# restoring_divider

### Where the registers sit, restoring_divider

(4 px per um) Other sequential cells in the stronger gray, the rest of the logic in the fainter gray.
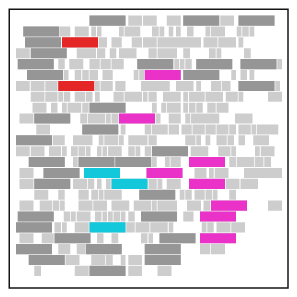
### Signal wires by layer, restoring_divider

(4 px per um)
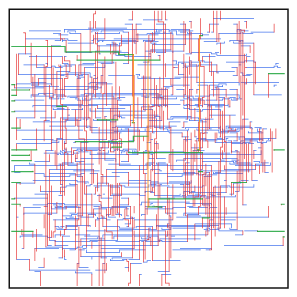
### M3 wires, restoring_divider

(4 px per um)
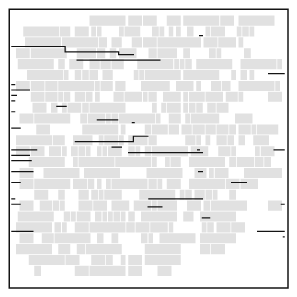
--- config.mk ---
export PLATFORM = sky130hd
export DESIGN_NAME = restoring_divider
export DESIGN_NICKNAME = d
export VERILOG_FILES = /design/src/rtl/restoring_divider.sv
export SDC_FILE = /design/constraint.sdc
export NUM_CORES = 1
export LEC_CHECK = 0
export CORE_UTILIZATION = 55
export CTS_BUF_LIST = sky130_fd_sc_hd__clkbuf_2 sky130_fd_sc_hd__clkbuf_4 sky130_fd_sc_hd__clkbuf_8
export CTS_CLUSTER_DIAMETER = 200
export DETAILED_ROUTE_END_ITERATION = 10
export HOLD_SLACK_MARGIN = 0.08
export MAX_ROUTING_LAYER = met4
export PLACE_DENSITY = 0.81
export SLEW_MARGIN = 40
export SYNTH_ARGS = -nofsm -noshare
export SYNTH_HDL_FRONTEND = slang
export SYNTH_SLANG_ARGS = --single-unit
export TNS_END_PERCENT = 50
--- constraint.sdc ---
create_clock -name clk -period 3.2 [get_ports clk]
set_input_delay 0.96 -clock clk [delete_from_list [all_inputs] [get_ports clk]]
set_output_delay 0.96 -clock clk [all_outputs]
set_load 0.02 [all_outputs]
--- src/rtl/restoring_divider.sv ---
// Iterative restoring divider: one quotient bit per clock behind a start/done handshake.
// Define RDIV_SIGNED_EN for two's-complement operands (adds the FIX sign-correction state).
//
// state | meaning
// IDLE  | waiting for start; captures operands, short-circuits divide-by-zero
// CALC  | one trial subtraction per cycle, WIDTH cycles
// FIX   | sign correction of quotient/remainder (signed build only)
// DONE  | results valid, done pulses for this one cycle
module restoring_divider #(
  parameter int WIDTH = 8
) (
  input  logic             clk,
  input  logic             rst_n,
  input  logic             start_i,
  input  logic [WIDTH-1:0] dividend_i,
  input  logic [WIDTH-1:0] divisor_i,
  output logic             busy_o,
  output logic             done_o,
  output logic [WIDTH-1:0] quotient_o,
  output logic [WIDTH-1:0] remainder_o,
  output logic             div_by_zero_o
);

  localparam int CW = $clog2(WIDTH);
  localparam logic [CW-1:0] CNT_LAST = CW'(WIDTH - 1);

  typedef enum logic [1:0] {
    S_IDLE = 2'd0,
    S_CALC = 2'd1,
`ifdef RDIV_SIGNED_EN
    S_FIX  = 2'd2,
`endif
    S_DONE = 2'd3
  } state_t;

  state_t           state_q;
  logic [WIDTH-1:0] r_q, r_d;
  logic [WIDTH-1:0] q_q, q_d;
  logic [WIDTH-1:0] dvs_q;
  logic [CW-1:0]    cnt_q;
  logic             busy_q;
  logic             done_q;
  logic [WIDTH-1:0] quot_q;
  logic [WIDTH-1:0] rem_q;
  logic             dbz_q;
  logic [WIDTH-1:0] dvd_mag;
  logic [WIDTH-1:0] dvs_mag;
  logic [WIDTH:0]   r_shift;
  logic [WIDTH:0]   trial;

`ifdef RDIV_SIGNED_EN
  logic neg_q_q;
  logic neg_r_q;

  always_comb begin
    dvd_mag = dividend_i[WIDTH-1] ? (~dividend_i + 1'b1) : dividend_i;
    dvs_mag = divisor_i[WIDTH-1]  ? (~divisor_i + 1'b1)  : divisor_i;
  end
`else
  always_comb begin
    dvd_mag = dividend_i;
    dvs_mag = divisor_i;
  end
`endif

  // The running remainder is always below the divisor, so WIDTH bits hold it;
  // only the shifted trial value needs the extra borrow bit.
  always_comb begin
    r_shift = {r_q, q_q[WIDTH-1]};
    trial   = r_shift - {1'b0, dvs_q};
    if (trial[WIDTH]) begin
      r_d = r_shift[WIDTH-1:0];
      q_d = {q_q[WIDTH-2:0], 1'b0};
    end else begin
      r_d = trial[WIDTH-1:0];
      q_d = {q_q[WIDTH-2:0], 1'b1};
    end
  end

  always_ff @(posedge clk or negedge rst_n) begin
    if (!rst_n) begin
      state_q <= S_IDLE;
      r_q     <= '0;
      q_q     <= '0;
      dvs_q   <= '0;
      cnt_q   <= '0;
      busy_q  <= 1'b0;
      done_q  <= 1'b0;
      quot_q  <= '0;
      rem_q   <= '0;
      dbz_q   <= 1'b0;
`ifdef RDIV_SIGNED_EN
      neg_q_q <= 1'b0;
      neg_r_q <= 1'b0;
`endif
    end else begin
      done_q <= 1'b0;
      case (state_q)
        S_IDLE: begin
          if (start_i) begin
            if (divisor_i == '0) begin
              quot_q  <= '1;
              rem_q   <= dividend_i;
              dbz_q   <= 1'b1;
              done_q  <= 1'b1;
              state_q <= S_DONE;
            end else begin
              busy_q  <= 1'b1;
              r_q     <= '0;
              q_q     <= dvd_mag;
              dvs_q   <= dvs_mag;
              cnt_q   <= '0;
`ifdef RDIV_SIGNED_EN
              neg_q_q <= dividend_i[WIDTH-1] ^ divisor_i[WIDTH-1];
              neg_r_q <= dividend_i[WIDTH-1];
`endif
              state_q <= S_CALC;
            end
          end
        end
        S_CALC: begin
          r_q   <= r_d;
          q_q   <= q_d;
          cnt_q <= cnt_q + 1'b1;
          if (cnt_q == CNT_LAST) begin
`ifdef RDIV_SIGNED_EN
            state_q <= S_FIX;
`else
            busy_q  <= 1'b0;
            done_q  <= 1'b1;
            quot_q  <= q_d;
            rem_q   <= r_d;
            dbz_q   <= 1'b0;
            state_q <= S_DONE;
`endif
          end
        end
`ifdef RDIV_SIGNED_EN
        S_FIX: begin
          busy_q  <= 1'b0;
          done_q  <= 1'b1;
          quot_q  <= neg_q_q ? (~q_q + 1'b1) : q_q;
          rem_q   <= neg_r_q ? (~r_q + 1'b1) : r_q;
          dbz_q   <= 1'b0;
          state_q <= S_DONE;
        end
`endif
        S_DONE: begin
          state_q <= S_IDLE;
        end
        default: begin
          state_q <= S_IDLE;
        end
      endcase
    end
  end

  assign busy_o        = busy_q;
  assign done_o        = done_q;
  assign quotient_o    = quot_q;
  assign remainder_o   = rem_q;
  assign div_by_zero_o = dbz_q;

endmodule

==> metrics.yaml <==
worst_setup_path:
  end_kind: "register"
  path_common_cell: "inv_1"
  cp.required_ps: 3430
  critical_path_class: "reg2reg"
  cp-startpoint: "q_q[7]"
sta:
  slew_violations: 0
  final.min_clock_period_ps: 2800
  fmax_mhz: 357
  setup_viol: 0
clock_tree:
  htree_levels: 2
job:
  cap_violations: 0
run_status:
  status: "finished, final reports clean"
yosys:
  largest_area_cell: "dfrtp_1"
grt:
  grt_max_degree: 30
final_layout:
  fillerInstances: 314
## Picture notes: 'Where the registers sit' of restoring_divider
state_q: in red, placed flops 2. cnt_q: in cyan, placed flops 3. r_q: in magenta, placed flops 8.
Seq. cell area: 1200 sq um
final design utilization: 69.9%

## Picture notes: 'Signal wires by layer' of restoring_divider
metal 1: in blue, wire length 2590 um. metal 3: in green, wire length 180 um. metal 2: in red, wire length 2480 um. metal 4: in orange, wire length 82.3 um.
Routed WL: 5330 um
GRT Total Usage: 25.3%
WL/cell: 15.5 um

## Picture notes: 'M3 wires' of restoring_divider
The layer carries 180 um of wire. The longest straight run is 20.7 um. The layer holds 3.4% of the routed length. The wires run mostly horizontal.
Vias: 1938
met3 usage: 4.80%

-- metrics by stage --
step | utilization [%] | hold slack (ps) | instance area (sq um)
floorplan | - | 450 | 2490
global placement | 67.4 | 460 | 2930
detailed placement | 67.4 | 467 | 2930
CTS | 69.9 | 486 | 3040
global route | 69.9 | 521 | 3040
finish | 69.9 | 482 | 3040
-- where the power goes --
part,switching (mW),internal [mW],total (mW)
clock,0.201,0.241,0.441
sequential,0.201,0.922,1.12
combinational,1.33,1.04,2.37

# reset_sequencer

**src/rtl/reset_sequencer.sv**
```systemverilog
// Staged reset sequencer: holds memory/core/peripheral domains in reset, then releases them in order.
// Optional macro RST_SEQ_CAUSE_EN adds a registered reset-cause field; otherwise rst_cause is tied to 2'b00.
module reset_sequencer #(
  parameter int HOLD_CYCLES = 16,
  parameter int STAGE_GAP   = 8,
  parameter int QUIESCE_TO  = 32,
  parameter int CNT_W       = 8
) (
  input  logic       clk,
  input  logic       arst,
  input  logic       sw_rst_req,
  input  logic       wdt_expire,
  input  logic       quiesce_ack,
  output logic       quiesce_req,
  output logic       rst_mem,
  output logic       rst_core,
  output logic       rst_periph,
  output logic       rst_done,
  output logic [1:0] rst_cause,
  output logic [2:0] dbg_state
);

  typedef enum logic [2:0] {
    ST_ASSERT  = 3'd0,
    ST_MEM     = 3'd1,
    ST_CORE    = 3'd2,
    ST_RUN     = 3'd3,
    ST_QUIESCE = 3'd4
  } state_t;

  localparam logic [CNT_W-1:0] HOLD_LAST = CNT_W'(HOLD_CYCLES - 1);
  localparam logic [CNT_W-1:0] GAP_LAST  = CNT_W'(STAGE_GAP - 1);
  localparam logic [CNT_W-1:0] TO_LAST   = CNT_W'(QUIESCE_TO - 1);

  state_t           state_q, state_d;
  logic [CNT_W-1:0] cnt_q, cnt_d;
  logic             rst_mem_q, rst_core_q, rst_periph_q, rst_done_q, quiesce_req_q;

  always_comb begin
    state_d = state_q;
    case (state_q)
      ST_ASSERT:  if (cnt_q == HOLD_LAST) state_d = ST_MEM;
      ST_MEM:     if (cnt_q == GAP_LAST)  state_d = ST_CORE;
      ST_CORE:    if (cnt_q == GAP_LAST)  state_d = ST_RUN;
      ST_RUN: begin
        // Watchdog skips the quiesce handshake entirely.
        if (wdt_expire)      state_d = ST_ASSERT;
        else if (sw_rst_req) state_d = ST_QUIESCE;
      end
      ST_QUIESCE: begin
        if (wdt_expire || quiesce_ack || (cnt_q == TO_LAST)) state_d = ST_ASSERT;
      end
      default:    state_d = ST_ASSERT;
    endcase
  end

  always_comb begin
    cnt_d = cnt_q;
    if (state_d != state_q)   cnt_d = '0;
    else if (state_q != ST_RUN) cnt_d = cnt_q + CNT_W'(1);
  end

  // Outputs are registered from the next state so they change on the transition edge.
  always_ff @(posedge clk or posedge arst) begin
    if (arst) begin
      state_q       <= ST_ASSERT;
      cnt_q         <= '0;
      rst_mem_q     <= 1'b1;
      rst_core_q    <= 1'b1;
      rst_periph_q  <= 1'b1;
      rst_done_q    <= 1'b0;
      quiesce_req_q <= 1'b0;
    end else begin
      state_q       <= state_d;
      cnt_q         <= cnt_d;
      rst_mem_q     <= (state_d == ST_ASSERT);
      rst_core_q    <= (state_d == ST_ASSERT) || (state_d == ST_MEM);
      rst_periph_q  <= (state_d == ST_ASSERT) || (state_d == ST_MEM) || (state_d == ST_CORE);
      rst_done_q    <= (state_d == ST_RUN);
      quiesce_req_q <= (state_d == ST_QUIESCE);
    end
  end

`ifdef RST_SEQ_CAUSE_EN
  logic [1:0] cause_q, cause_d;

  always_comb begin
    cause_d = cause_q;
    case (state_q)
      ST_RUN:     if (wdt_expire) cause_d = 2'b10;
      ST_QUIESCE: begin
        if (wdt_expire)              cause_d = 2'b10;
        else if (quiesce_ack)        cause_d = 2'b01;
        else if (cnt_q == TO_LAST)   cause_d = 2'b11;
      end
      default:    cause_d = cause_q;
    endcase
  end

  always_ff @(posedge clk or posedge arst) begin
    if (arst) cause_q <= 2'b00;
    else      cause_q <= cause_d;
  end

  assign rst_cause = cause_q;
`else
  assign rst_cause = 2'b00;
`endif

  assign rst_mem     = rst_mem_q;
  assign rst_core    = rst_core_q;
  assign rst_periph  = rst_periph_q;
  assign rst_done    = rst_done_q;
  assign quiesce_req = quiesce_req_q;
  assign dbg_state   = state_q;

endmodule
```
**config.mk**
```make
export PLATFORM = sky130hd
export DESIGN_NAME = reset_sequencer
export DESIGN_NICKNAME = d
export VERILOG_FILES = /design/src/rtl/reset_sequencer.sv
export SDC_FILE = /design/constraint.sdc
export NUM_CORES = 1
export LEC_CHECK = 0
export CAP_MARGIN = 20
export CORE_MARGIN = 10
export CORE_UTILIZATION = 47
export CTS_CLUSTER_SIZE = 24
export DETAILED_ROUTE_END_ITERATION = 10
export PLACE_DENSITY = 0.71
export SYNTH_ARGS = -nofsm -noshare
export SYNTH_HDL_FRONTEND = slang
export SYNTH_SLANG_ARGS = --single-unit
```
**constraint.sdc**
```tcl
create_clock -name clk -period 1.8 [get_ports clk]
set_input_delay 0.18 -clock clk [delete_from_list [all_inputs] [get_ports clk]]
set_output_delay 0.18 -clock clk [all_outputs]
set_load 0.01 [all_outputs]
```
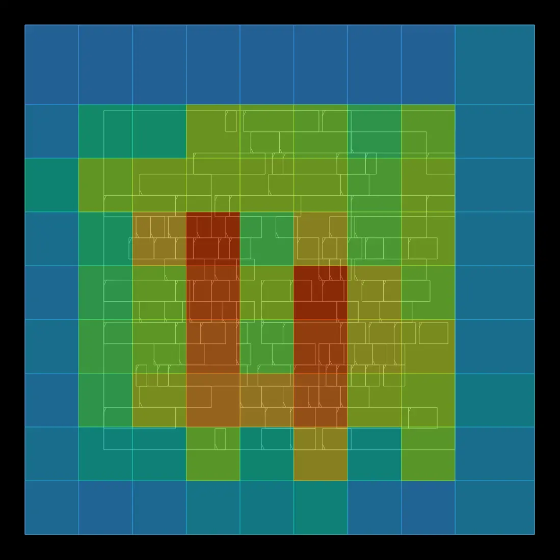
*Track usage over the die, reset_sequencer*
met3 usage: 3.22%
met1 usage: 9.84%
GRT Total Usage: 8.99%

==> metrics.yaml <==
run_status:
  status: "finished, final reports clean"
yosys:
  synth_flops: 16
  ys_top_cells_by_count: "13 x dfrtp_1, 7 x nor2_1, 6 x nand2_1"
  xor_area_share_pct: 5.43
final_layout:
  largest_register_ffs: 8
  antenna_cells: 0
  drive_gt1_share_pct: 22.0
  comb_area_share_pct: 42.9
  dominant_cells: "multi-input combinational cells"
sta:
  slew_violations: 0
floorplan:
  tap_cells: 27
  dieArea_sq_um: 4280
  io_pins: 15
pwr:
  p_switching_mw: 0.596
  p_leak_nw: 0.470
  powerSeq_mw: 0.638
worst_setup_path:
  end_kind: "register"
  cpPeakStageDelay_ps: 560
  path_depth: 5
  arrival_ps: 1920
  cp-startpoint: "cnt_q[0]"
job:
  cap_violations: 0
placed_design:
  routabilityCongestion: 0.870
  placed_area_sq_um: 1120
grt:
  grt_most_used_layer: "met2"
drt:
  dr_wl_met2_um: 946
  wl_met3_um: 90
-- cell usage in the layout, fill, tap and decap left out, types with 2 or more instances in the layout --
| master | count |
|---|---|
| dfrtp_1 | 13 |
| clkdlybuf4s50_1 | 12 |
| nor2_1 | 7 |
| buf_4 | 7 |
| nand2_1 | 6 |
| nor3_1 | 5 |
| xor2_1 | 4 |
| inv_1 | 3 |
| nand3_1 | 3 |
| o21ai_0 | 3 |
| a21oi_1 | 3 |
| nand4_1 | 3 |
| clkbuf_4 | 3 |
| dfstp_2 | 3 |
| o31ai_1 | 2 |
| and3_1 | 2 |
| xnor2_1 | 2 |
| conb_1 | 2 |

# rs_omega_shift_ctrl

`src/rtl/rs_omega_shift_ctrl.sv`:
```
// ----------------------------------------------------------------------------
// rs_omega_shift_ctrl
//
// Omega-shift sequencer between the key-equation (Euclide) engine and the
// Forney error-value stage of the RS decoder.
//
// A start pulse latches omega_8..omega_15 and a shift amount s. The block
// then builds the shifted coefficients
//   omegaShifted_i = omega_(i+s) when i+s <= 15, otherwise 0
// and streams them out one symbol per cycle over a valid/ready handshake.
//
// Optional build macro: RS_OMEGA_AUTO_SHIFT_EN
//   When defined, numShiftedIn is ignored. The shift is found by scanning
//   omega_8, omega_9, ... (one per cycle, in a SCAN state) for the first
//   nonzero coefficient. If all eight are zero, s = 16 is used.
//
// Ports
//   CLK           in   clock, rising edge
//   RESET         in   asynchronous reset, active high
//   enable        in   clock enable; low freezes every register
//   startPls      in   one-cycle start request
//   numShiftedIn  in   shift amount; the legal range is 8..15
//   omegaIn       in   omega_8..omega_15 packed; omega_8 is in [7:0]
//   outReady      in   downstream ready
//   outValid      out  outData is valid
//   outData       out  shifted coefficient omegaShifted_outIndex
//   outIndex      out  coefficient index 0..NCOEF-1
//   outLast       out  high together with the final index
//   busy          out  block is not idle
//   shiftUsed     out  shift applied to the current or most recent block
//   errShift      out  current or most recent block had an illegal shift
//   errOverrun    out  a start arrived while busy (sticky until RESET)
// ----------------------------------------------------------------------------
module rs_omega_shift_ctrl #(
  parameter int SYM_W     = 8,
  parameter int NCOEF     = 8,
  parameter int SHIFT_MIN = 8
) (
  input  logic                       CLK,
  input  logic                       RESET,
  input  logic                       enable,
  input  logic                       startPls,
  input  logic [4:0]                 numShiftedIn,
  input  logic [SYM_W*NCOEF-1:0]     omegaIn,
  input  logic                       outReady,
  output logic                       outValid,
  output logic [SYM_W-1:0]           outData,
  output logic [$clog2(NCOEF)-1:0]   outIndex,
  output logic                       outLast,
  output logic                       busy,
  output logic [4:0]                 shiftUsed,
  output logic                       errShift,
  output logic                       errOverrun
);

  localparam int IDX_W     = $clog2(NCOEF);
  localparam int SHIFT_MAX = SHIFT_MIN + NCOEF - 1;
  localparam logic [IDX_W-1:0] LAST_IDX = IDX_W'(NCOEF - 1);

`ifdef RS_OMEGA_AUTO_SHIFT_EN
  typedef enum logic [1:0] {ST_IDLE, ST_SCAN, ST_STREAM} state_t;
`else
  typedef enum logic [0:0] {ST_IDLE, ST_STREAM} state_t;
`endif

  state_t r_state;
  state_t w_state_next;

  logic [SYM_W-1:0] r_coef [NCOEF];
  logic [IDX_W-1:0] r_idx;
  logic [4:0]       r_shift_used;
  logic             r_err_shift;
  logic             r_err_overrun;

  logic             w_accept_start;
  logic             w_overrun;
  logic             w_xfer;
  logic             w_xfer_last;
  logic             w_load;
  logic [4:0]       w_load_shift;
  logic             w_load_err;
  logic [SYM_W*NCOEF-1:0] w_omega_raw;
  logic [SYM_W-1:0] w_omega_src  [NCOEF];
  logic [SYM_W-1:0] w_coef_load  [NCOEF];

  // Handshake qualifiers; every state change is gated by enable.
  assign w_accept_start = enable && startPls && (r_state == ST_IDLE);
  assign w_overrun      = enable && startPls && (r_state != ST_IDLE);
  assign w_xfer         = enable && outReady && (r_state == ST_STREAM);
  assign w_xfer_last    = w_xfer && (r_idx == LAST_IDX);

`ifdef RS_OMEGA_AUTO_SHIFT_EN
  logic [SYM_W*NCOEF-1:0] r_hold;
  logic [IDX_W-1:0]       r_scan_cnt;
  logic                   w_scan_hit;
  logic [4:0]             w_unused_shift_in;

  // The shift comes from the scan, so the shift input is intentionally unused.
  assign w_unused_shift_in = numShiftedIn;

  assign w_omega_raw = r_hold;
  assign w_scan_hit  = (w_omega_src[r_scan_cnt] != '0);
  // Load on the first nonzero coefficient, or after the last one is tested.
  assign w_load       = enable && (r_state == ST_SCAN) &&
                        (w_scan_hit || (r_scan_cnt == LAST_IDX));
  assign w_load_shift = w_scan_hit ? (5'(SHIFT_MIN) + 5'(r_scan_cnt))
                                   : 5'(SHIFT_MAX + 1);
  // The scanned shift is legal by construction; s = 16 just yields all-zero data.
  assign w_load_err   = 1'b0;
`else
  assign w_omega_raw  = omegaIn;
  assign w_load       = w_accept_start;
  assign w_load_shift = numShiftedIn;
  assign w_load_err   = (numShiftedIn < 5'(SHIFT_MIN)) ||
                        (numShiftedIn > 5'(SHIFT_MAX));
`endif

  // Unpack the omega bus and build the shifted coefficient set to be loaded.
  for (genvar gi = 0; gi < NCOEF; gi++) begin : g_coef
    logic [5:0]       w_pos;
    logic [IDX_W-1:0] w_rel;

    assign w_omega_src[gi] = w_omega_raw[gi*SYM_W +: SYM_W];
    // w_pos is the omega index feeding slot gi. Any legal shift keeps
    // w_pos >= SHIFT_MIN, so only the upper bound needs a test.
    assign w_pos = 6'(gi) + {1'b0, w_load_shift};
    assign w_rel = IDX_W'(w_pos - 6'(SHIFT_MIN));
    assign w_coef_load[gi] = (!w_load_err && (w_pos <= 6'(SHIFT_MAX)))
                             ? w_omega_src[w_rel] : '0;
  end

  // State register.
  always_ff @(posedge CLK or posedge RESET) begin
    if (RESET) begin
      r_state <= ST_IDLE;
    end else if (enable) begin
      r_state <= w_state_next;
    end
  end

  // Next-state and output decode.
  always_comb begin
    w_state_next = r_state;
    outValid     = 1'b0;
    outData      = '0;
    outIndex     = r_idx;
    outLast      = 1'b0;
    busy         = (r_state != ST_IDLE);

    case (r_state)
      ST_IDLE: begin
        if (w_accept_start) begin
`ifdef RS_OMEGA_AUTO_SHIFT_EN
          w_state_next = ST_SCAN;
`else
          w_state_next = ST_STREAM;
`endif
        end
      end
`ifdef RS_OMEGA_AUTO_SHIFT_EN
      ST_SCAN: begin
        if (w_load) begin
          w_state_next = ST_STREAM;
        end
      end
`endif
      ST_STREAM: begin
        outValid = 1'b1;
        outData  = r_coef[r_idx];
        outLast  = (r_idx == LAST_IDX);
        if (w_xfer_last) begin
          w_state_next = ST_IDLE;
        end
      end
      default: begin
        w_state_next = ST_IDLE;
      end
    endcase
  end

  // Datapath and status registers.
  always_ff @(posedge CLK or posedge RESET) begin
    if (RESET) begin
      for (int i = 0; i < NCOEF; i++) begin
        r_coef[i] <= '0;
      end
      r_idx         <= '0;
      r_shift_used  <= '0;
      r_err_shift   <= 1'b0;
      r_err_overrun <= 1'b0;
`ifdef RS_OMEGA_AUTO_SHIFT_EN
      r_hold        <= '0;
      r_scan_cnt    <= '0;
`endif
    end else if (enable) begin
`ifdef RS_OMEGA_AUTO_SHIFT_EN
      if (w_accept_start) begin
        r_hold      <= omegaIn;
        r_scan_cnt  <= '0;
        r_err_shift <= 1'b0;
      end else if ((r_state == ST_SCAN) && !w_load) begin
        r_scan_cnt  <= r_scan_cnt + 1'b1;
      end
`endif
      if (w_load) begin
        for (int i = 0; i < NCOEF; i++) begin
          r_coef[i] <= w_coef_load[i];
        end
        r_shift_used <= w_load_shift;
        r_err_shift  <= w_load_err;
      end
      if (w_xfer) begin
        r_idx <= w_xfer_last ? '0 : r_idx + 1'b1;
      end
      if (w_overrun) begin
        r_err_overrun <= 1'b1;
      end
    end
  end

  assign shiftUsed  = r_shift_used;
  assign errShift   = r_err_shift;
  assign errOverrun = r_err_overrun;

endmodule

```
`config.mk`:
```
export PLATFORM = sky130hd
export DESIGN_NAME = rs_omega_shift_ctrl
export DESIGN_NICKNAME = d
export VERILOG_FILES = /design/src/rtl/rs_omega_shift_ctrl.sv
export SDC_FILE = /design/constraint.sdc
export NUM_CORES = 1
export LEC_CHECK = 0
export CAP_MARGIN = 5
export CORE_MARGIN = 1.5
export CORE_UTILIZATION = 25
export DETAILED_ROUTE_END_ITERATION = 10
export PLACE_DENSITY = 0.46
export SKIP_LAST_GASP = 1
export SLEW_MARGIN = 40
export SYNTH_ARGS = -nofsm -noshare
export SYNTH_HDL_FRONTEND = slang
export SYNTH_SLANG_ARGS = --single-unit
```
`constraint.sdc`:
```
create_clock -name CLK -period 4.3 [get_ports CLK]
set_clock_uncertainty 0.1 [all_clocks]
set_input_delay 0.86 -clock CLK [delete_from_list [all_inputs] [get_ports CLK]]
set_output_delay 0.86 -clock CLK [all_outputs]
set_load 0.02 [all_outputs]
```
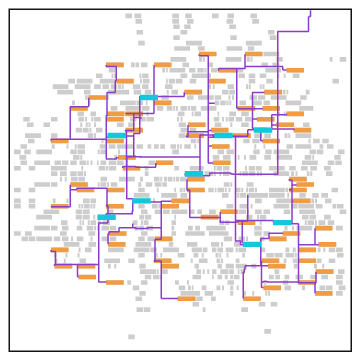
*Routed clock nets over the placement, rs_omega_shift_ctrl*
(2 px per um)
clock drivers: in cyan, count 9. flip-flops: in orange, count 75. clock wires: in purple, length 1420 um.
There are 10 routed clock nets.
Clock Power Share: 26.4%
clk latency late pin: 350 ps
Power Clock: 0.860 mW

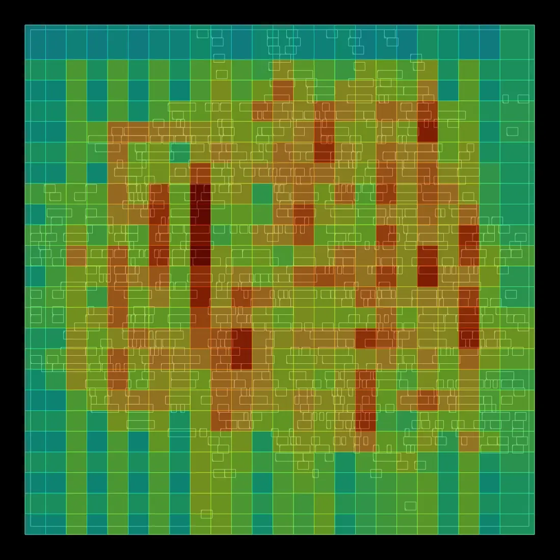
*Track usage over the die, rs_omega_shift_ctrl*
GRT Max-Usage Layer: met2
final design utilization: 31.4%
GRT Total Usage: 17.2%
global-route met2 utilization: 28.4%
met1 usage: 23.7%

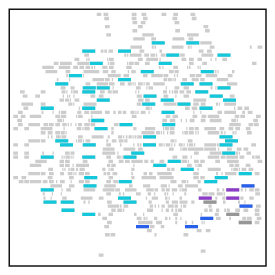
*Where the registers sit, rs_omega_shift_ctrl*
(1.5 px per um) Other sequential cells in the stronger gray, the rest of the logic in the fainter gray.
r_coef: in cyan, placed flops 64. outIndex: in purple, placed flops 3. shiftUsed: in blue, placed flops 5, where south-east.
Another 3 sequential cells are not colored.
Seq. cell area: 1880 sq um
sequential share of cell area: 21.7%
power in sequential cells: 1.04 mW

==> metrics.yaml <==
yosys:
  synth_adder_area_share_pct: 1.79
  synth_flops: 75
  async_flop_share_pct: 100
  yosys-stat-area_sq_um: 6990
  netlist.top_cell.by_instances: "nand2_1"
  floorplan.nets: 753
  yosysWarnings: 0
  syn_area_per_cell_sq_um: 10.5
  ys_types: 44
  synth_area_sq_um: 6990
final_layout:
  buffers: 121
  largest_register: "r_coef"
  num-clock-buffers: 10
  clock_tree_area_fraction_pct: 3.78
  fillerInstances: 2903
  logic_gates: 524
  dominant_cells: "multi-input combinational cells"
  antenna_cells: 1
sta:
  fmax_mhz: 294
  final.min_clock_period_ps: 3400
  slew_violations: 0
min_path:
  holdPathStages: 1
  hp-class: "reg2reg"
worst_setup_path:
  r2r_end: "r_coef[16]"
  r2r_slack_ps: 1870
  end_kind: "output pin"
  crit_path_max_fanout: 20
  cp-startpoint: "outIndex[0]"
placed_design:
  dp_hpwl_um: 16300
  dp.cells: 1103
  place_ws_ps: 693
  port-buffer-count: 94
drt:
  wl_per_cell_um: 21.4
  drc_errors: 0
  via_count: 5956
floorplan:
  core-area_sq_um: 27600
  io_pins: 95
  tap_cells: 378
  rows: 61
run_status:
  status: "finished, final reports clean"
clock_tree:
  root_buffer: "clkbuf_16"
  clk_path_buf_depth: 2
  cts.sinks: 75
per-layer routing:
metal	vias up	global-route usage (%)	routed length, um
met5	-	0	0
met4	0	4.12	289
met3	17	2.40	931
met2	171	28.4	11500
met1	3048	23.7	11300
li1	2720	-	-
critical path, cell delays in order (launching register included):
cell,delay (ps)
dfrtp_1,320
buf_4,370
mux4_2,550
mux2i_1,200
nor2b_1,90
clkdlybuf4s50_1,540
where the power goes:
| group | internal, mW | switching [mW] |
|---|---|---|
| sequential | 0.877 | 0.159 |
| clock | 0.525 | 0.336 |
| combinational | 0.696 | 0.665 |

# irq_controller_flat

### Track usage over the die, irq_controller_flat

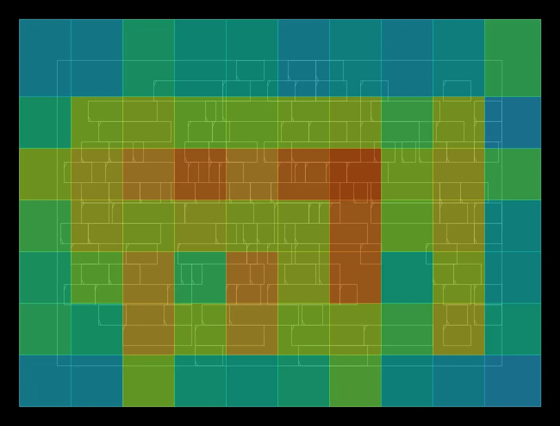
### Wiring heat map, irq_controller_flat

(6 px per um) The die is cut into 14 by 10 equal tiles; dark purple is low, yellow is high, scaled to the fullest tile. Values are wire area over tile area, all layers added.
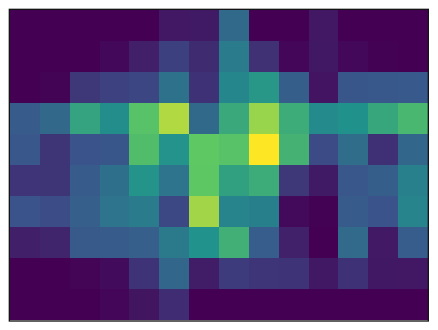
File: src/rtl/irq_pkg.sv
// ---------------------------------------------------------------------------
// irq_pkg
// Shared constants for the interrupt controller and the execute stage:
//   - execute-stage state encodings (ST_IDLE .. ST_VAZIO_0 = 0 .. 6)
//   - opcode constants shared with the execute stage
//   - NUM_IRQ / MAX_NEST sizing constants
//   - prio_onehot(): lowest set bit as one-hot (bit0 = highest priority)
//   - popcount():    number of set bits in a request/service bitmap
// ---------------------------------------------------------------------------
package irq_pkg;

  localparam int NUM_IRQ  = 4;
  // Bounded by the execute stage PC stack depth (5).
  localparam int MAX_NEST = 4;
  localparam logic [2:0] MAX_NEST_W = 3'(MAX_NEST);

  // Execute-stage states
  localparam logic [2:0] ST_IDLE    = 3'd0;
  localparam logic [2:0] ST_FETCH   = 3'd1;
  localparam logic [2:0] ST_DECODE  = 3'd2;
  localparam logic [2:0] ST_EXEC    = 3'd3;
  localparam logic [2:0] ST_SEND    = 3'd4;
  localparam logic [2:0] ST_BRANCH  = 3'd5;
  localparam logic [2:0] ST_VAZIO_0 = 3'd6;

  // Opcodes shared with the execute stage
  localparam logic [4:0] OPC_NOP = 5'b00000;
  localparam logic [4:0] OPC_JR  = 5'b01100;
  localparam logic [4:0] OPC_RET = 5'b01110;

  // Isolate the lowest set bit: v & (two's complement of v). Zero in, zero out.
  function automatic logic [NUM_IRQ-1:0] prio_onehot(input logic [NUM_IRQ-1:0] v);
    return v & (~v + 4'd1);
  endfunction

  function automatic logic [2:0] popcount(input logic [NUM_IRQ-1:0] v);
    logic [2:0] n;
    n = 3'd0;
    for (int i = 0; i < NUM_IRQ; i++) begin
      n = n + {2'b00, v[i]};
    end
    return n;
  endfunction

endpackage

File: src/rtl/irq_controller_if.sv
// ---------------------------------------------------------------------------
// irq_controller_if
// Bundles the execute-stage / peripheral side signals of the interrupt
// controller. Directions are named from the controller's viewpoint.
//   i_irq_req[3:0]   peripheral request lines (bit0 highest priority)
//   i_mask_we        mask register write enable
//   i_mask_in[3:0]   mask value, 1 = line enabled
//   i_estado[2:0]    execute-stage FSM state
//   i_opcd_in[4:0]   opcode held by the execute stage
//   o_interrupt[3:0] one-hot request to the execute stage
//   o_irq_ack[3:0]   one-cycle acknowledge to the peripheral
//   o_in_service[3:0] in-service bitmap
//   o_pending[3:0]   pending bitmap (before masking)
//   o_err_ret        sticky RET-underflow flag
// Modports: master = controller, slave = execute stage / peripherals.
// ---------------------------------------------------------------------------
interface irq_controller_if;
  logic [3:0] i_irq_req;
  logic       i_mask_we;
  logic [3:0] i_mask_in;
  logic [2:0] i_estado;
  logic [4:0] i_opcd_in;
  logic [3:0] o_interrupt;
  logic [3:0] o_irq_ack;
  logic [3:0] o_in_service;
  logic [3:0] o_pending;
  logic       o_err_ret;

  modport master (
    input  i_irq_req, i_mask_we, i_mask_in, i_estado, i_opcd_in,
    output o_interrupt, o_irq_ack, o_in_service, o_pending, o_err_ret
  );

  modport slave (
    output i_irq_req, i_mask_we, i_mask_in, i_estado, i_opcd_in,
    input  o_interrupt, o_irq_ack, o_in_service, o_pending, o_err_ret
  );
endinterface

File: src/rtl/irq_edge_capture.sv
// ---------------------------------------------------------------------------
// irq_edge_capture
// Rising-edge request latch. Keeps the previous-cycle value of each request
// line; a 0->1 transition sets the pending bit, an issue clears it. When both
// happen on the same edge the set wins, so a fresh request is never lost.
// Ports:
//   i_clk, i_rst_n   clock, asynchronous active-low reset
//   i_req[3:0]       raw request lines
//   i_clr[3:0]       one-hot clear from the issue logic
//   o_pending[3:0]   latched pending bitmap
// ---------------------------------------------------------------------------
module irq_edge_capture
  import irq_pkg::*;
(
  input  logic               i_clk,
  input  logic               i_rst_n,
  input  logic [NUM_IRQ-1:0] i_req,
  input  logic [NUM_IRQ-1:0] i_clr,
  output logic [NUM_IRQ-1:0] o_pending
);

  logic [NUM_IRQ-1:0] r_prev;
  logic [NUM_IRQ-1:0] r_pending;
  logic [NUM_IRQ-1:0] w_rise;

  assign w_rise = i_req & ~r_prev;

  // Previous-value register and pending set/clear (set has priority).
  always_ff @(posedge i_clk or negedge i_rst_n) begin
    if (!i_rst_n) begin
      r_prev    <= 4'd0;
      r_pending <= 4'd0;
    end else begin
      r_prev    <= i_req;
      r_pending <= (r_pending & ~i_clr) | w_rise;
    end
  end

  assign o_pending = r_pending;

endmodule

File: src/rtl/irq_controller.sv
// ---------------------------------------------------------------------------
// irq_controller
// Initiator side of the execute-stage interrupt interface. Latches peripheral
// requests, applies the mask and fixed priority (bit0 highest), and issues a
// one-cycle one-hot INTERRUPT that lines up with the execute stage's
// ST_BRANCH cycle. Tracks nested in-service levels and retires the highest
// priority one when the execute stage runs RET in ST_BRANCH.
// Ports:
//   i_clk     clock, rising edge
//   i_rst_n   asynchronous active-low reset
//   bus       irq_controller_if.master (requests, mask, ESTADO, OPCD in;
//             INTERRUPT, IRQ_ACK, IN_SERVICE, PENDING, ERR_RET out)
// Configuration macro: IRQ_LEVEL_TRIG_EN
//   defined   -> level-sensitive requests, PENDING = IRQ_REQ & ~IN_SERVICE
//   undefined -> rising-edge latched requests (irq_edge_capture)
// ---------------------------------------------------------------------------
module irq_controller
  import irq_pkg::*;
(
  input  logic             i_clk,
  input  logic             i_rst_n,
  irq_controller_if.master bus
);

  logic [NUM_IRQ-1:0] r_mask;
  logic [NUM_IRQ-1:0] r_in_service;
  logic [NUM_IRQ-1:0] r_interrupt;
  logic               r_err_ret;

  logic [NUM_IRQ-1:0] w_pending;
  logic [NUM_IRQ-1:0] w_eligible;
  logic [NUM_IRQ-1:0] w_cand;
  logic [NUM_IRQ-1:0] w_cand_le;
  logic               w_issue;
  logic               w_retire;
  logic [NUM_IRQ-1:0] w_mask_nxt;
  logic [NUM_IRQ-1:0] w_in_service_nxt;
  logic [NUM_IRQ-1:0] w_interrupt_nxt;
  logic               w_err_nxt;

`ifdef IRQ_LEVEL_TRIG_EN
  // No latch: a line that drops before ST_SEND simply is not issued.
  assign w_pending = bus.i_irq_req & ~r_in_service;
`else
  logic [NUM_IRQ-1:0] w_clr;

  assign w_clr = w_issue ? w_cand : 4'd0;

  irq_edge_capture u_edge_capture (
    .i_clk     (i_clk),
    .i_rst_n   (i_rst_n),
    .i_req     (bus.i_irq_req),
    .i_clr     (w_clr),
    .o_pending (w_pending)
  );
`endif

  // Candidate selection and issue/retire qualification.
  always_comb begin
    w_eligible = w_pending & r_mask;
    w_cand     = prio_onehot(w_eligible);
    // All positions at or below the candidate; any in-service bit there blocks it.
    w_cand_le  = w_cand | (w_cand - 4'd1);
    w_issue    = 1'b0;
    w_retire   = 1'b0;
    if ((bus.i_estado == ST_SEND) && (w_cand != 4'd0) &&
        ((r_in_service & w_cand_le) == 4'd0) &&
        (popcount(r_in_service) < MAX_NEST_W)) begin
      w_issue = 1'b1;
    end else begin
      w_issue = 1'b0;
    end
    // A RET in the same branch window as a fresh INTERRUPT belongs to the
    // interrupted code path, not to a service routine, so it is ignored.
    if ((bus.i_estado == ST_BRANCH) && (bus.i_opcd_in == OPC_RET) &&
        (r_interrupt == 4'd0)) begin
      w_retire = 1'b1;
    end else begin
      w_retire = 1'b0;
    end
  end

  // Next-state values for the mask, in-service bitmap, output and error flag.
  always_comb begin
    w_in_service_nxt = r_in_service;
    w_interrupt_nxt  = 4'd0;
    w_err_nxt        = r_err_ret;
    if (w_issue) begin
      w_in_service_nxt = r_in_service | w_cand;
      w_interrupt_nxt  = w_cand;
    end else if (w_retire) begin
      if (r_in_service == 4'd0) begin
        w_err_nxt = 1'b1;
      end else begin
        w_in_service_nxt = r_in_service & ~prio_onehot(r_in_service);
      end
    end else begin
      w_in_service_nxt = r_in_service;
    end
    // The mask write takes effect after this edge; this cycle's decision used r_mask.
    if (bus.i_mask_we) begin
      w_mask_nxt = bus.i_mask_in;
    end else begin
      w_mask_nxt = r_mask;
    end
  end

  // State and output registers.
  always_ff @(posedge i_clk or negedge i_rst_n) begin
    if (!i_rst_n) begin
      r_mask       <= 4'b1111;
      r_in_service <= 4'd0;
      r_interrupt  <= 4'd0;
      r_err_ret    <= 1'b0;
    end else begin
      r_mask       <= w_mask_nxt;
      r_in_service <= w_in_service_nxt;
      r_interrupt  <= w_interrupt_nxt;
      r_err_ret    <= w_err_nxt;
    end
  end

  assign bus.o_interrupt  = r_interrupt;
  assign bus.o_irq_ack    = r_interrupt;
  assign bus.o_in_service = r_in_service;
  assign bus.o_pending    = w_pending;
  assign bus.o_err_ret    = r_err_ret;

endmodule

File: src/flat_wrapper.sv
// flat-port wrapper written by rule: the top's interface ports become plain ports
module irq_controller_flat import irq_pkg::*;
  (i_clk, i_rst_n, bus_i_irq_req, bus_i_mask_we, bus_i_mask_in, bus_i_estado, bus_i_opcd_in, bus_o_interrupt, bus_o_irq_ack, bus_o_in_service, bus_o_pending, bus_o_err_ret);
  irq_controller_if bus_i ();
  input  logic i_clk;
  input  logic i_rst_n;
  input wire logic [$bits(bus_i.i_irq_req)-1:0] bus_i_irq_req;
  input wire logic [$bits(bus_i.i_mask_we)-1:0] bus_i_mask_we;
  input wire logic [$bits(bus_i.i_mask_in)-1:0] bus_i_mask_in;
  input wire logic [$bits(bus_i.i_estado)-1:0] bus_i_estado;
  input wire logic [$bits(bus_i.i_opcd_in)-1:0] bus_i_opcd_in;
  output wire logic [$bits(bus_i.o_interrupt)-1:0] bus_o_interrupt;
  output wire logic [$bits(bus_i.o_irq_ack)-1:0] bus_o_irq_ack;
  output wire logic [$bits(bus_i.o_in_service)-1:0] bus_o_in_service;
  output wire logic [$bits(bus_i.o_pending)-1:0] bus_o_pending;
  output wire logic [$bits(bus_i.o_err_ret)-1:0] bus_o_err_ret;
  assign bus_i.i_irq_req = bus_i_irq_req;
  assign bus_i.i_mask_we = bus_i_mask_we;
  assign bus_i.i_mask_in = bus_i_mask_in;
  assign bus_i.i_estado = bus_i_estado;
  assign bus_i.i_opcd_in = bus_i_opcd_in;
  assign bus_o_interrupt = bus_i.o_interrupt;
  assign bus_o_irq_ack = bus_i.o_irq_ack;
  assign bus_o_in_service = bus_i.o_in_service;
  assign bus_o_pending = bus_i.o_pending;
  assign bus_o_err_ret = bus_i.o_err_ret;
  irq_controller u_core (.i_clk(i_clk), .i_rst_n(i_rst_n), .bus(bus_i));
endmodule
File: config.mk
export PLATFORM = sky130hd
export DESIGN_NAME = irq_controller_flat
export DESIGN_NICKNAME = d
export VERILOG_FILES = /design/src/rtl/irq_pkg.sv /design/src/rtl/irq_controller_if.sv /design/src/rtl/irq_edge_capture.sv /design/src/rtl/irq_controller.sv /design/src/flat_wrapper.sv
export SDC_FILE = /design/constraint.sdc
export NUM_CORES = 1
export LEC_CHECK = 0
export CORE_ASPECT_RATIO = 0.7
export CORE_MARGIN = 5
export CORE_UTILIZATION = 39
export CTS_CLUSTER_DIAMETER = 50
export DETAILED_ROUTE_END_ITERATION = 10
export GPL_TIMING_DRIVEN = 0
export MAX_ROUTING_LAYER = met4
export PLACE_DENSITY = 0.84
export SYNTH_ARGS = -nofsm -noshare
export SYNTH_HDL_FRONTEND = slang
export SYNTH_SLANG_ARGS = --single-unit
File: constraint.sdc
create_clock -name i_clk -period 2.2 [get_ports i_clk]
set_clock_uncertainty 0.15 [all_clocks]
set_input_delay 0.33 -clock i_clk [delete_from_list [all_inputs] [get_ports i_clk]]
set_output_delay 0.33 -clock i_clk [all_outputs]
set_load 0.02 [all_outputs]
==> metrics.yaml <==
placed_design:
  port-buffer-count: 35
  routabilityCongestion: 0.785
grt:
  grt_most_used_layer: "met2"
  use_met3_pct: 5.41
  grt_pass1_vias: 737
  grt_first_pass_wirelength_um: 3540
  use_met1_pct: 16.1
  grt-ovfl-total: 0
  grt_antenna_before_repair: 0
sta:
  fmax_mhz: 471
  finalHoldViolCount: 0
  slew_violations: 0
  rsz0062_at_grt: "false"
  final.min_clock_period_ps: 2120
  setup_tns_ps: 0
  setup_viol: 0
final_layout:
  drive_gt1_share_pct: 27.1
  logic_area_sq_um: 412
  comb_area_share_pct: 28.3
  buf_share_pct: 28.8
  seq_area_sq_um: 533
  clock_tree_area_fraction_pct: 1.81
  layout_top_cell: "clkdlybuf4s50_1"
worst_setup_path:
  critical_path_class: "reg2reg"
  cp-endpoint: "u_core.bus.o_in_service[3]"
  rr_worst_depth: 8
  startpoint_type: "register"
  cp-startpoint: "u_core.bus.o_in_service[1]"
yosys:
  synth_adder_area_share_pct: 3.87
  syn_area_per_cell_sq_um: 13.1
  floorplan.nets: 96
  synth.area.top_cells: "dfrtp_1 44%, dfstp_2 11%, mux2_2 4.6%, ha_1 3.9%, a22o_1 3.6%"
  synth_seq_share_pct: 54.7
  yosysCellCount: 74
  largest_area_cell: "dfrtp_1"
  synth_flops: 21
  yosysWarnings: 0
clock_tree:
  hold_buffers: 0
  clk_path_buf_depth: 2
  cts_made_buffers: 3
  cts.repair.resized: 0
pwr:
  p_int_mw: 0.709
  vdd_drop_max_mv: 0.440
  power_frac_seq_pct: 46.4
  powerComb_mw: 0.384
  power.group.top: "registers"
  p_switching_mw: 0.346
  powerDensity_nw_per_um2: 725
drt:
  highest_layer: "met4"
  ant_nets: 0
min_path:
  hp-class: "reg2reg"
run_status:
  status: "finished, final reports clean"
Notes on 'Track usage over the die' of irq_controller_flat above:
WL/cell: 14.5 um
global-route met2 utilization: 19.9%

Notes on 'Wiring heat map' of irq_controller_flat above:
The mean over all tiles is 0.097. The emptiest ninth of the die: north-west. 16% of the tiles are over half the peak.

==> through the flow <==
step                      worst slack (ps)  instance area (sq um)  util (%)  cells
after floorplan                       10.1                    972         -     74
after global placement                -167                   1370      56.4    143
after detailed placement              -204                   1370      56.4    143
after CTS                             61.5                   1410      58.4    150
after global routing                  10.7                   1460      60.1    152
final                                 77.8                   1460      60.1    152
==> worst max-delay path, stage by stage, from the launching register on <==
cell and delay (ps):
dfrtp_2 430, inv_2 80, ha_4 200, ha_4 220, a21o_1 180, a221oi_4 280
buf_6 150, and4_4 230, a2bb2oi_2 120

# vending_machine_multi_flat

### Signal wires by layer, vending_machine_multi_flat

(3 px per um)
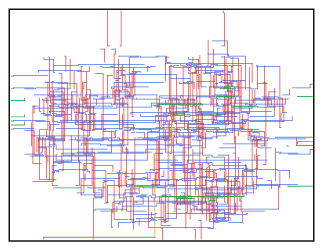
### Routed clock nets over the placement, vending_machine_multi_flat

(4 px per um)
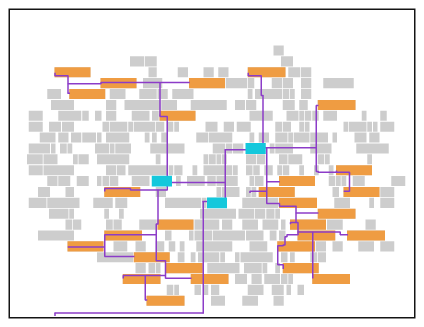
File: config.mk
export PLATFORM = sky130hd
export DESIGN_NAME = vending_machine_multi_flat
export DESIGN_NICKNAME = d
export VERILOG_FILES = /design/src/rtl/vending_machine_multi_if.sv /design/src/rtl/vending_machine_multi.sv /design/src/flat_wrapper.sv
export SDC_FILE = /design/constraint.sdc
export NUM_CORES = 1
export LEC_CHECK = 0
export CAP_MARGIN = 20
export CORE_ASPECT_RATIO = 0.75
export CORE_MARGIN = 2
export CORE_UTILIZATION = 30
export DETAILED_ROUTE_END_ITERATION = 8
export GPL_ROUTABILITY_DRIVEN = 0
export GPL_TIMING_DRIVEN = 0
export MAX_ROUTING_LAYER = met4
export PLACE_DENSITY = 0.56
export SETUP_SLACK_MARGIN = 0.15
export SLEW_MARGIN = 20
export SYNTH_ARGS = -nofsm -noshare
export SYNTH_HDL_FRONTEND = slang
export SYNTH_SLANG_ARGS = --single-unit
File: constraint.sdc
create_clock -name clk -period 2.3 [get_ports clk]
set_input_delay 0.575 -clock clk [delete_from_list [all_inputs] [get_ports clk]]
set_output_delay 0.575 -clock clk [all_outputs]
set_load 0.02 [all_outputs]
File: src/rtl/vending_machine_multi_if.sv
// vending_machine_multi_if: select, coin, cancel and dispense signals of the vending controller
interface vending_machine_multi_if #(parameter int SEL_W = 2, parameter int CRED_W = 5);
  logic [SEL_W-1:0] choice, prd;
  logic sel_vld, cancel, prd_vld, chng_vld, coin_rej, sold_out, busy;
  logic [1:0] in_mny, chng;
  logic [CRED_W-1:0] credit;
  modport master(output choice, sel_vld, in_mny, cancel,
                 input prd, prd_vld, chng, chng_vld, coin_rej, sold_out, busy, credit);
  modport slave(input choice, sel_vld, in_mny, cancel,
                output prd, prd_vld, chng, chng_vld, coin_rej, sold_out, busy, credit);
endinterface

File: src/rtl/vending_machine_multi.sv
// vending_machine_multi: multi-product vending controller with stock, cancel/refund
// and serial change output; all money is kept in Rs5 units.
module vending_machine_multi #(
  parameter int NUM_PRD = 4,
  parameter int PRICE_W = 4,
  parameter logic [NUM_PRD*PRICE_W-1:0] PRICES = {4'd4, 4'd3, 4'd2, 4'd1},
  parameter int STOCK_W = 3,
  parameter int STOCK_INIT = 3,
  parameter int CRED_W = 5,
  parameter int MAX_CREDIT = 15
) (
  input logic clk,
  input logic rst,
  vending_machine_multi_if.slave bus
);
  localparam int SEL_W = NUM_PRD > 1 ? $clog2(NUM_PRD) : 1;
  localparam logic [CRED_W:0] MAX_C = (CRED_W+1)'(MAX_CREDIT);
  typedef enum logic [1:0] {IDLE, COLLECT, VEND, CHANGE} state_t;
  state_t state, state_n;
  logic [CRED_W-1:0] credit, credit_n, rem, rem_n, coin_val;
  logic [SEL_W-1:0] sel, sel_n;
  logic [STOCK_W-1:0] stock [NUM_PRD];
  logic [CRED_W:0] val, sum;
  logic [PRICE_W-1:0] price;
  logic [1:0] coin;
  logic rej_n, sold_n, rej_q, sold_q, choice_ok;
  assign price = PRICES[sel*PRICE_W +: PRICE_W];
  assign val = (bus.in_mny == 2'd3) ? (CRED_W+1)'(4) : (CRED_W+1)'(bus.in_mny);
  assign sum = {1'b0, credit} + val;
  assign choice_ok = int'(bus.choice) < NUM_PRD;
  // Greedy change: always pay out the largest coin that still fits.
  assign coin = (rem >= CRED_W'(4)) ? 2'd3 : (rem >= CRED_W'(2)) ? 2'd2 : 2'd1;
  assign coin_val = (coin == 2'd3) ? CRED_W'(4) : CRED_W'(coin);
  always_comb begin
    state_n = state;
    credit_n = credit;
    rem_n = rem;
    sel_n = sel;
    rej_n = 1'b0;
    sold_n = 1'b0;
    case (state)
      IDLE: begin
        rej_n = bus.in_mny != 2'd0;
        if (bus.sel_vld && choice_ok) begin
          if (stock[bus.choice] != '0) begin
            sel_n = bus.choice;
            state_n = COLLECT;
          end else sold_n = 1'b1;
        end
      end
      COLLECT: begin
        if (bus.cancel) begin
          rej_n = bus.in_mny != 2'd0;
          rem_n = credit;
          credit_n = '0;
          state_n = (credit != '0) ? CHANGE : IDLE;
        end else if (bus.in_mny != 2'd0) begin
          if (sum <= MAX_C) begin
            credit_n = sum[CRED_W-1:0];
            if (sum >= (CRED_W+1)'(price)) state_n = VEND;
          end else rej_n = 1'b1;
        end
      end
      VEND: begin
        rem_n = credit - CRED_W'(price);
        credit_n = '0;
        state_n = (rem_n != '0) ? CHANGE : IDLE;
      end
      CHANGE: begin
        rej_n = bus.in_mny != 2'd0;
        rem_n = rem - coin_val;
        if (rem_n == '0) state_n = IDLE;
      end
      default: state_n = IDLE;
    endcase
  end
  always_ff @(posedge clk or posedge rst) begin
    if (rst) begin
      state <= IDLE;
      credit <= '0;
      rem <= '0;
      sel <= '0;
      rej_q <= 1'b0;
      sold_q <= 1'b0;
      for (int i = 0; i < NUM_PRD; i++) stock[i] <= STOCK_W'(STOCK_INIT);
    end else begin
      state <= state_n;
      credit <= credit_n;
      rem <= rem_n;
      sel <= sel_n;
      rej_q <= rej_n;
      sold_q <= sold_n;
      if (state == VEND && stock[sel] != '0) stock[sel] <= stock[sel] - 1'b1;
    end
  end
  assign bus.prd_vld = state == VEND;
  assign bus.prd = (state == VEND) ? sel : '0;
  assign bus.chng_vld = state == CHANGE;
  assign bus.chng = (state == CHANGE) ? coin : 2'd0;
  assign bus.coin_rej = rej_q;
  assign bus.sold_out = sold_q;
  assign bus.busy = state != IDLE;
  assign bus.credit = credit;
endmodule

File: src/flat_wrapper.sv
// flat-port wrapper written by rule: the top's interface ports become plain ports
module vending_machine_multi_flat 
#(
  parameter int NUM_PRD = 4,
  parameter int PRICE_W = 4,
  parameter logic [NUM_PRD*PRICE_W-1:0] PRICES = {4'd4, 4'd3, 4'd2, 4'd1},
  parameter int STOCK_W = 3,
  parameter int STOCK_INIT = 3,
  parameter int CRED_W = 5,
  parameter int MAX_CREDIT = 15
)
  (clk, rst, bus_choice, bus_sel_vld, bus_in_mny, bus_cancel, bus_prd, bus_prd_vld, bus_chng, bus_chng_vld, bus_coin_rej, bus_sold_out, bus_busy, bus_credit);
  vending_machine_multi_if #(.CRED_W(CRED_W)) bus_i ();
  input logic clk;
  input logic rst;
  input wire logic [$bits(bus_i.choice)-1:0] bus_choice;
  input wire logic [$bits(bus_i.sel_vld)-1:0] bus_sel_vld;
  input wire logic [$bits(bus_i.in_mny)-1:0] bus_in_mny;
  input wire logic [$bits(bus_i.cancel)-1:0] bus_cancel;
  output wire logic [$bits(bus_i.prd)-1:0] bus_prd;
  output wire logic [$bits(bus_i.prd_vld)-1:0] bus_prd_vld;
  output wire logic [$bits(bus_i.chng)-1:0] bus_chng;
  output wire logic [$bits(bus_i.chng_vld)-1:0] bus_chng_vld;
  output wire logic [$bits(bus_i.coin_rej)-1:0] bus_coin_rej;
  output wire logic [$bits(bus_i.sold_out)-1:0] bus_sold_out;
  output wire logic [$bits(bus_i.busy)-1:0] bus_busy;
  output wire logic [$bits(bus_i.credit)-1:0] bus_credit;
  assign bus_i.choice = bus_choice;
  assign bus_i.sel_vld = bus_sel_vld;
  assign bus_i.in_mny = bus_in_mny;
  assign bus_i.cancel = bus_cancel;
  assign bus_prd = bus_i.prd;
  assign bus_prd_vld = bus_i.prd_vld;
  assign bus_chng = bus_i.chng;
  assign bus_chng_vld = bus_i.chng_vld;
  assign bus_coin_rej = bus_i.coin_rej;
  assign bus_sold_out = bus_i.sold_out;
  assign bus_busy = bus_i.busy;
  assign bus_credit = bus_i.credit;
  vending_machine_multi #(.NUM_PRD(NUM_PRD), .PRICE_W(PRICE_W), .PRICES(PRICES), .STOCK_W(STOCK_W), .STOCK_INIT(STOCK_INIT), .CRED_W(CRED_W), .MAX_CREDIT(MAX_CREDIT)) u_core (.clk(clk), .rst(rst), .bus(bus_i));
endmodule
==> metrics.yaml <==
drt:
  drt_iter0_markers: 82
  wl_um: 5860
  dr_wl_met2_um: 2590
  drc_errors: 0
  highest_layer: "met4"
  m1WireLength_um: 2990
  wl_met3_um: 243
yosys:
  ys_top_cells_by_count: "34 x nand2_1, 24 x inv_1, 23 x ha_1"
  synthSimpleGateAreaFrac_pct: 17.2
  yosys-stat-area_sq_um: 2120
  xor_area_share_pct: 2.89
  yosys.area.top_type_share_pct: 23.6
  mux_share_pct: 5.79
  synth_flops: 28
  synth_adder_area_share_pct: 16.4
  synth_seq_share_pct: 33.5
  synth_area_sq_um: 2120
  yosysCellCount: 232
  synth.comb.largest_family: "AND-OR/OR-AND gates"
pwr:
  power.group.top: "combinational logic"
  p_switching_mw: 1.83
  power_mw: 3.95
  p_sw_share_pct: 46.3
  p_int_mw: 2.12
final_layout:
  most-common-layout-cells: "25 x nand2_1, 25 x buf_4, 17 x inv_1, 16 x nor2_1, 15 x dfrtp_1"
  largest_register_ffs: 12
  top_regs: "u_core.stock (12), u_core.bus.credit (5), u_core.rem (5)"
  buf_share_pct: 15.6
  fin_cells: 371
  seq_area_sq_um: 717
  num-clock-buffers: 4
  clock_tree_area_fraction_pct: 1.47
  fin_util_pct: 44.9
  largest_register: "u_core.stock"
  syn_to_final_growth_pct: 44.9
  fillerInstances: 678
  logic_area_sq_um: 1620
  inv_count: 24
worst_setup_path:
  crit_path_max_fanout: 5
  critical_path_class: "reg2reg"
  crit_buf_inv: 0
  path_cells: "nor4_4, ha_2, fa_2, nand2_2, o21ai_2, o21ai_2, o31ai_2, nor4b_4, mux2_1"
  critPathSlowestCell: "dfrtp_2"
  end_kind: "register"
job:
  cap_violations: 0
placed_design:
  placed_area_sq_um: 2450
sta:
  finalCritPeriodShare_pct: 112
  setup_viol: 2
  setup_ws_ps: -273
  fmax_mhz: 389
  finalHoldViolCount: 0
  worst_pin_slew_ps: 789
  timing.hold.ws_ps: 489
clock_tree:
  cts_tree: "built"
  cts.sinks: 28
  root_buffer: "clkbuf_8"
floorplan:
  fp_util_pct: 31.0
  tap_cells: 84
  io_pins: 22
  die_h_um: 76.8
  die_x_um: 101
grt:
  grt_first_pass_wirelength_um: 9550
  grt-ovfl-total: 0
  grt_use_total_pct: 15.9
run_status:
  status: "finished, violations left"
  violations: "negative setup slack"
About 'Signal wires by layer' of vending_machine_multi_flat:
metal 1: in blue, wire length 2990 um. metal 4: in orange, wire length 40.8 um. metal 3: in green, wire length 243 um. metal 2: in red, wire length 2590 um.

About 'Routed clock nets over the placement' of vending_machine_multi_flat:
flip-flops: in orange, count 28. clock wires: in purple, length 430 um. clock drivers: in cyan, count 3.
There are 4 routed clock nets.
Power Clock: 0.289 mW
Clock Power Share: 7.3%
final clock skew: 6.24 ps
clk latency late pin: 280 ps

==> path summary, 6_finish.rpt <==
| check | endpoint | slack (ps) | depth (start not counted) |
|---|---|---|---|
| min reg2reg | u_core.stock[0] | 490 | 2 |
| max in group asynchronous | u_core.bus.credit[0] | 1170 | 2 |
| max | u_core.state[1] | -270 | 9 |
| max reg2reg | u_core.state[1] | -270 | 9 |
| min in group asynchronous | u_core.sel[1] | 680 | 2 |
| min | u_core.stock[0] | 490 | 2 |
==> repair_timing <==
item                       CTS  global route
pin swaps                   22            15
resized                     72            45
setup buffers               19            11
setup endpoints to repair   17            29
hold buffers                 0             0


## Gallery

Signal wires by layer.
(a)
(4 px per um)
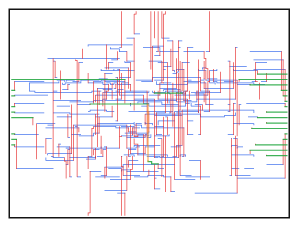
(b)
(1.5 px per um)
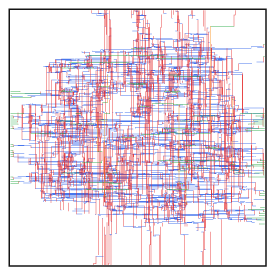
(c)
(4 px per um)
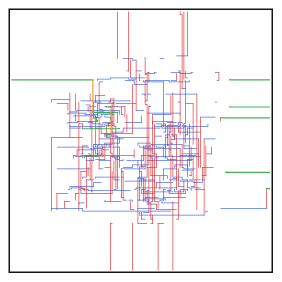
(b): rs_omega_shift_ctrl
(a): irq_controller_flat
(c): reset_sequencer
Of these, smallest die: (a)
Of these, largest die: (b)

Power and IR drop assume default switching activity.
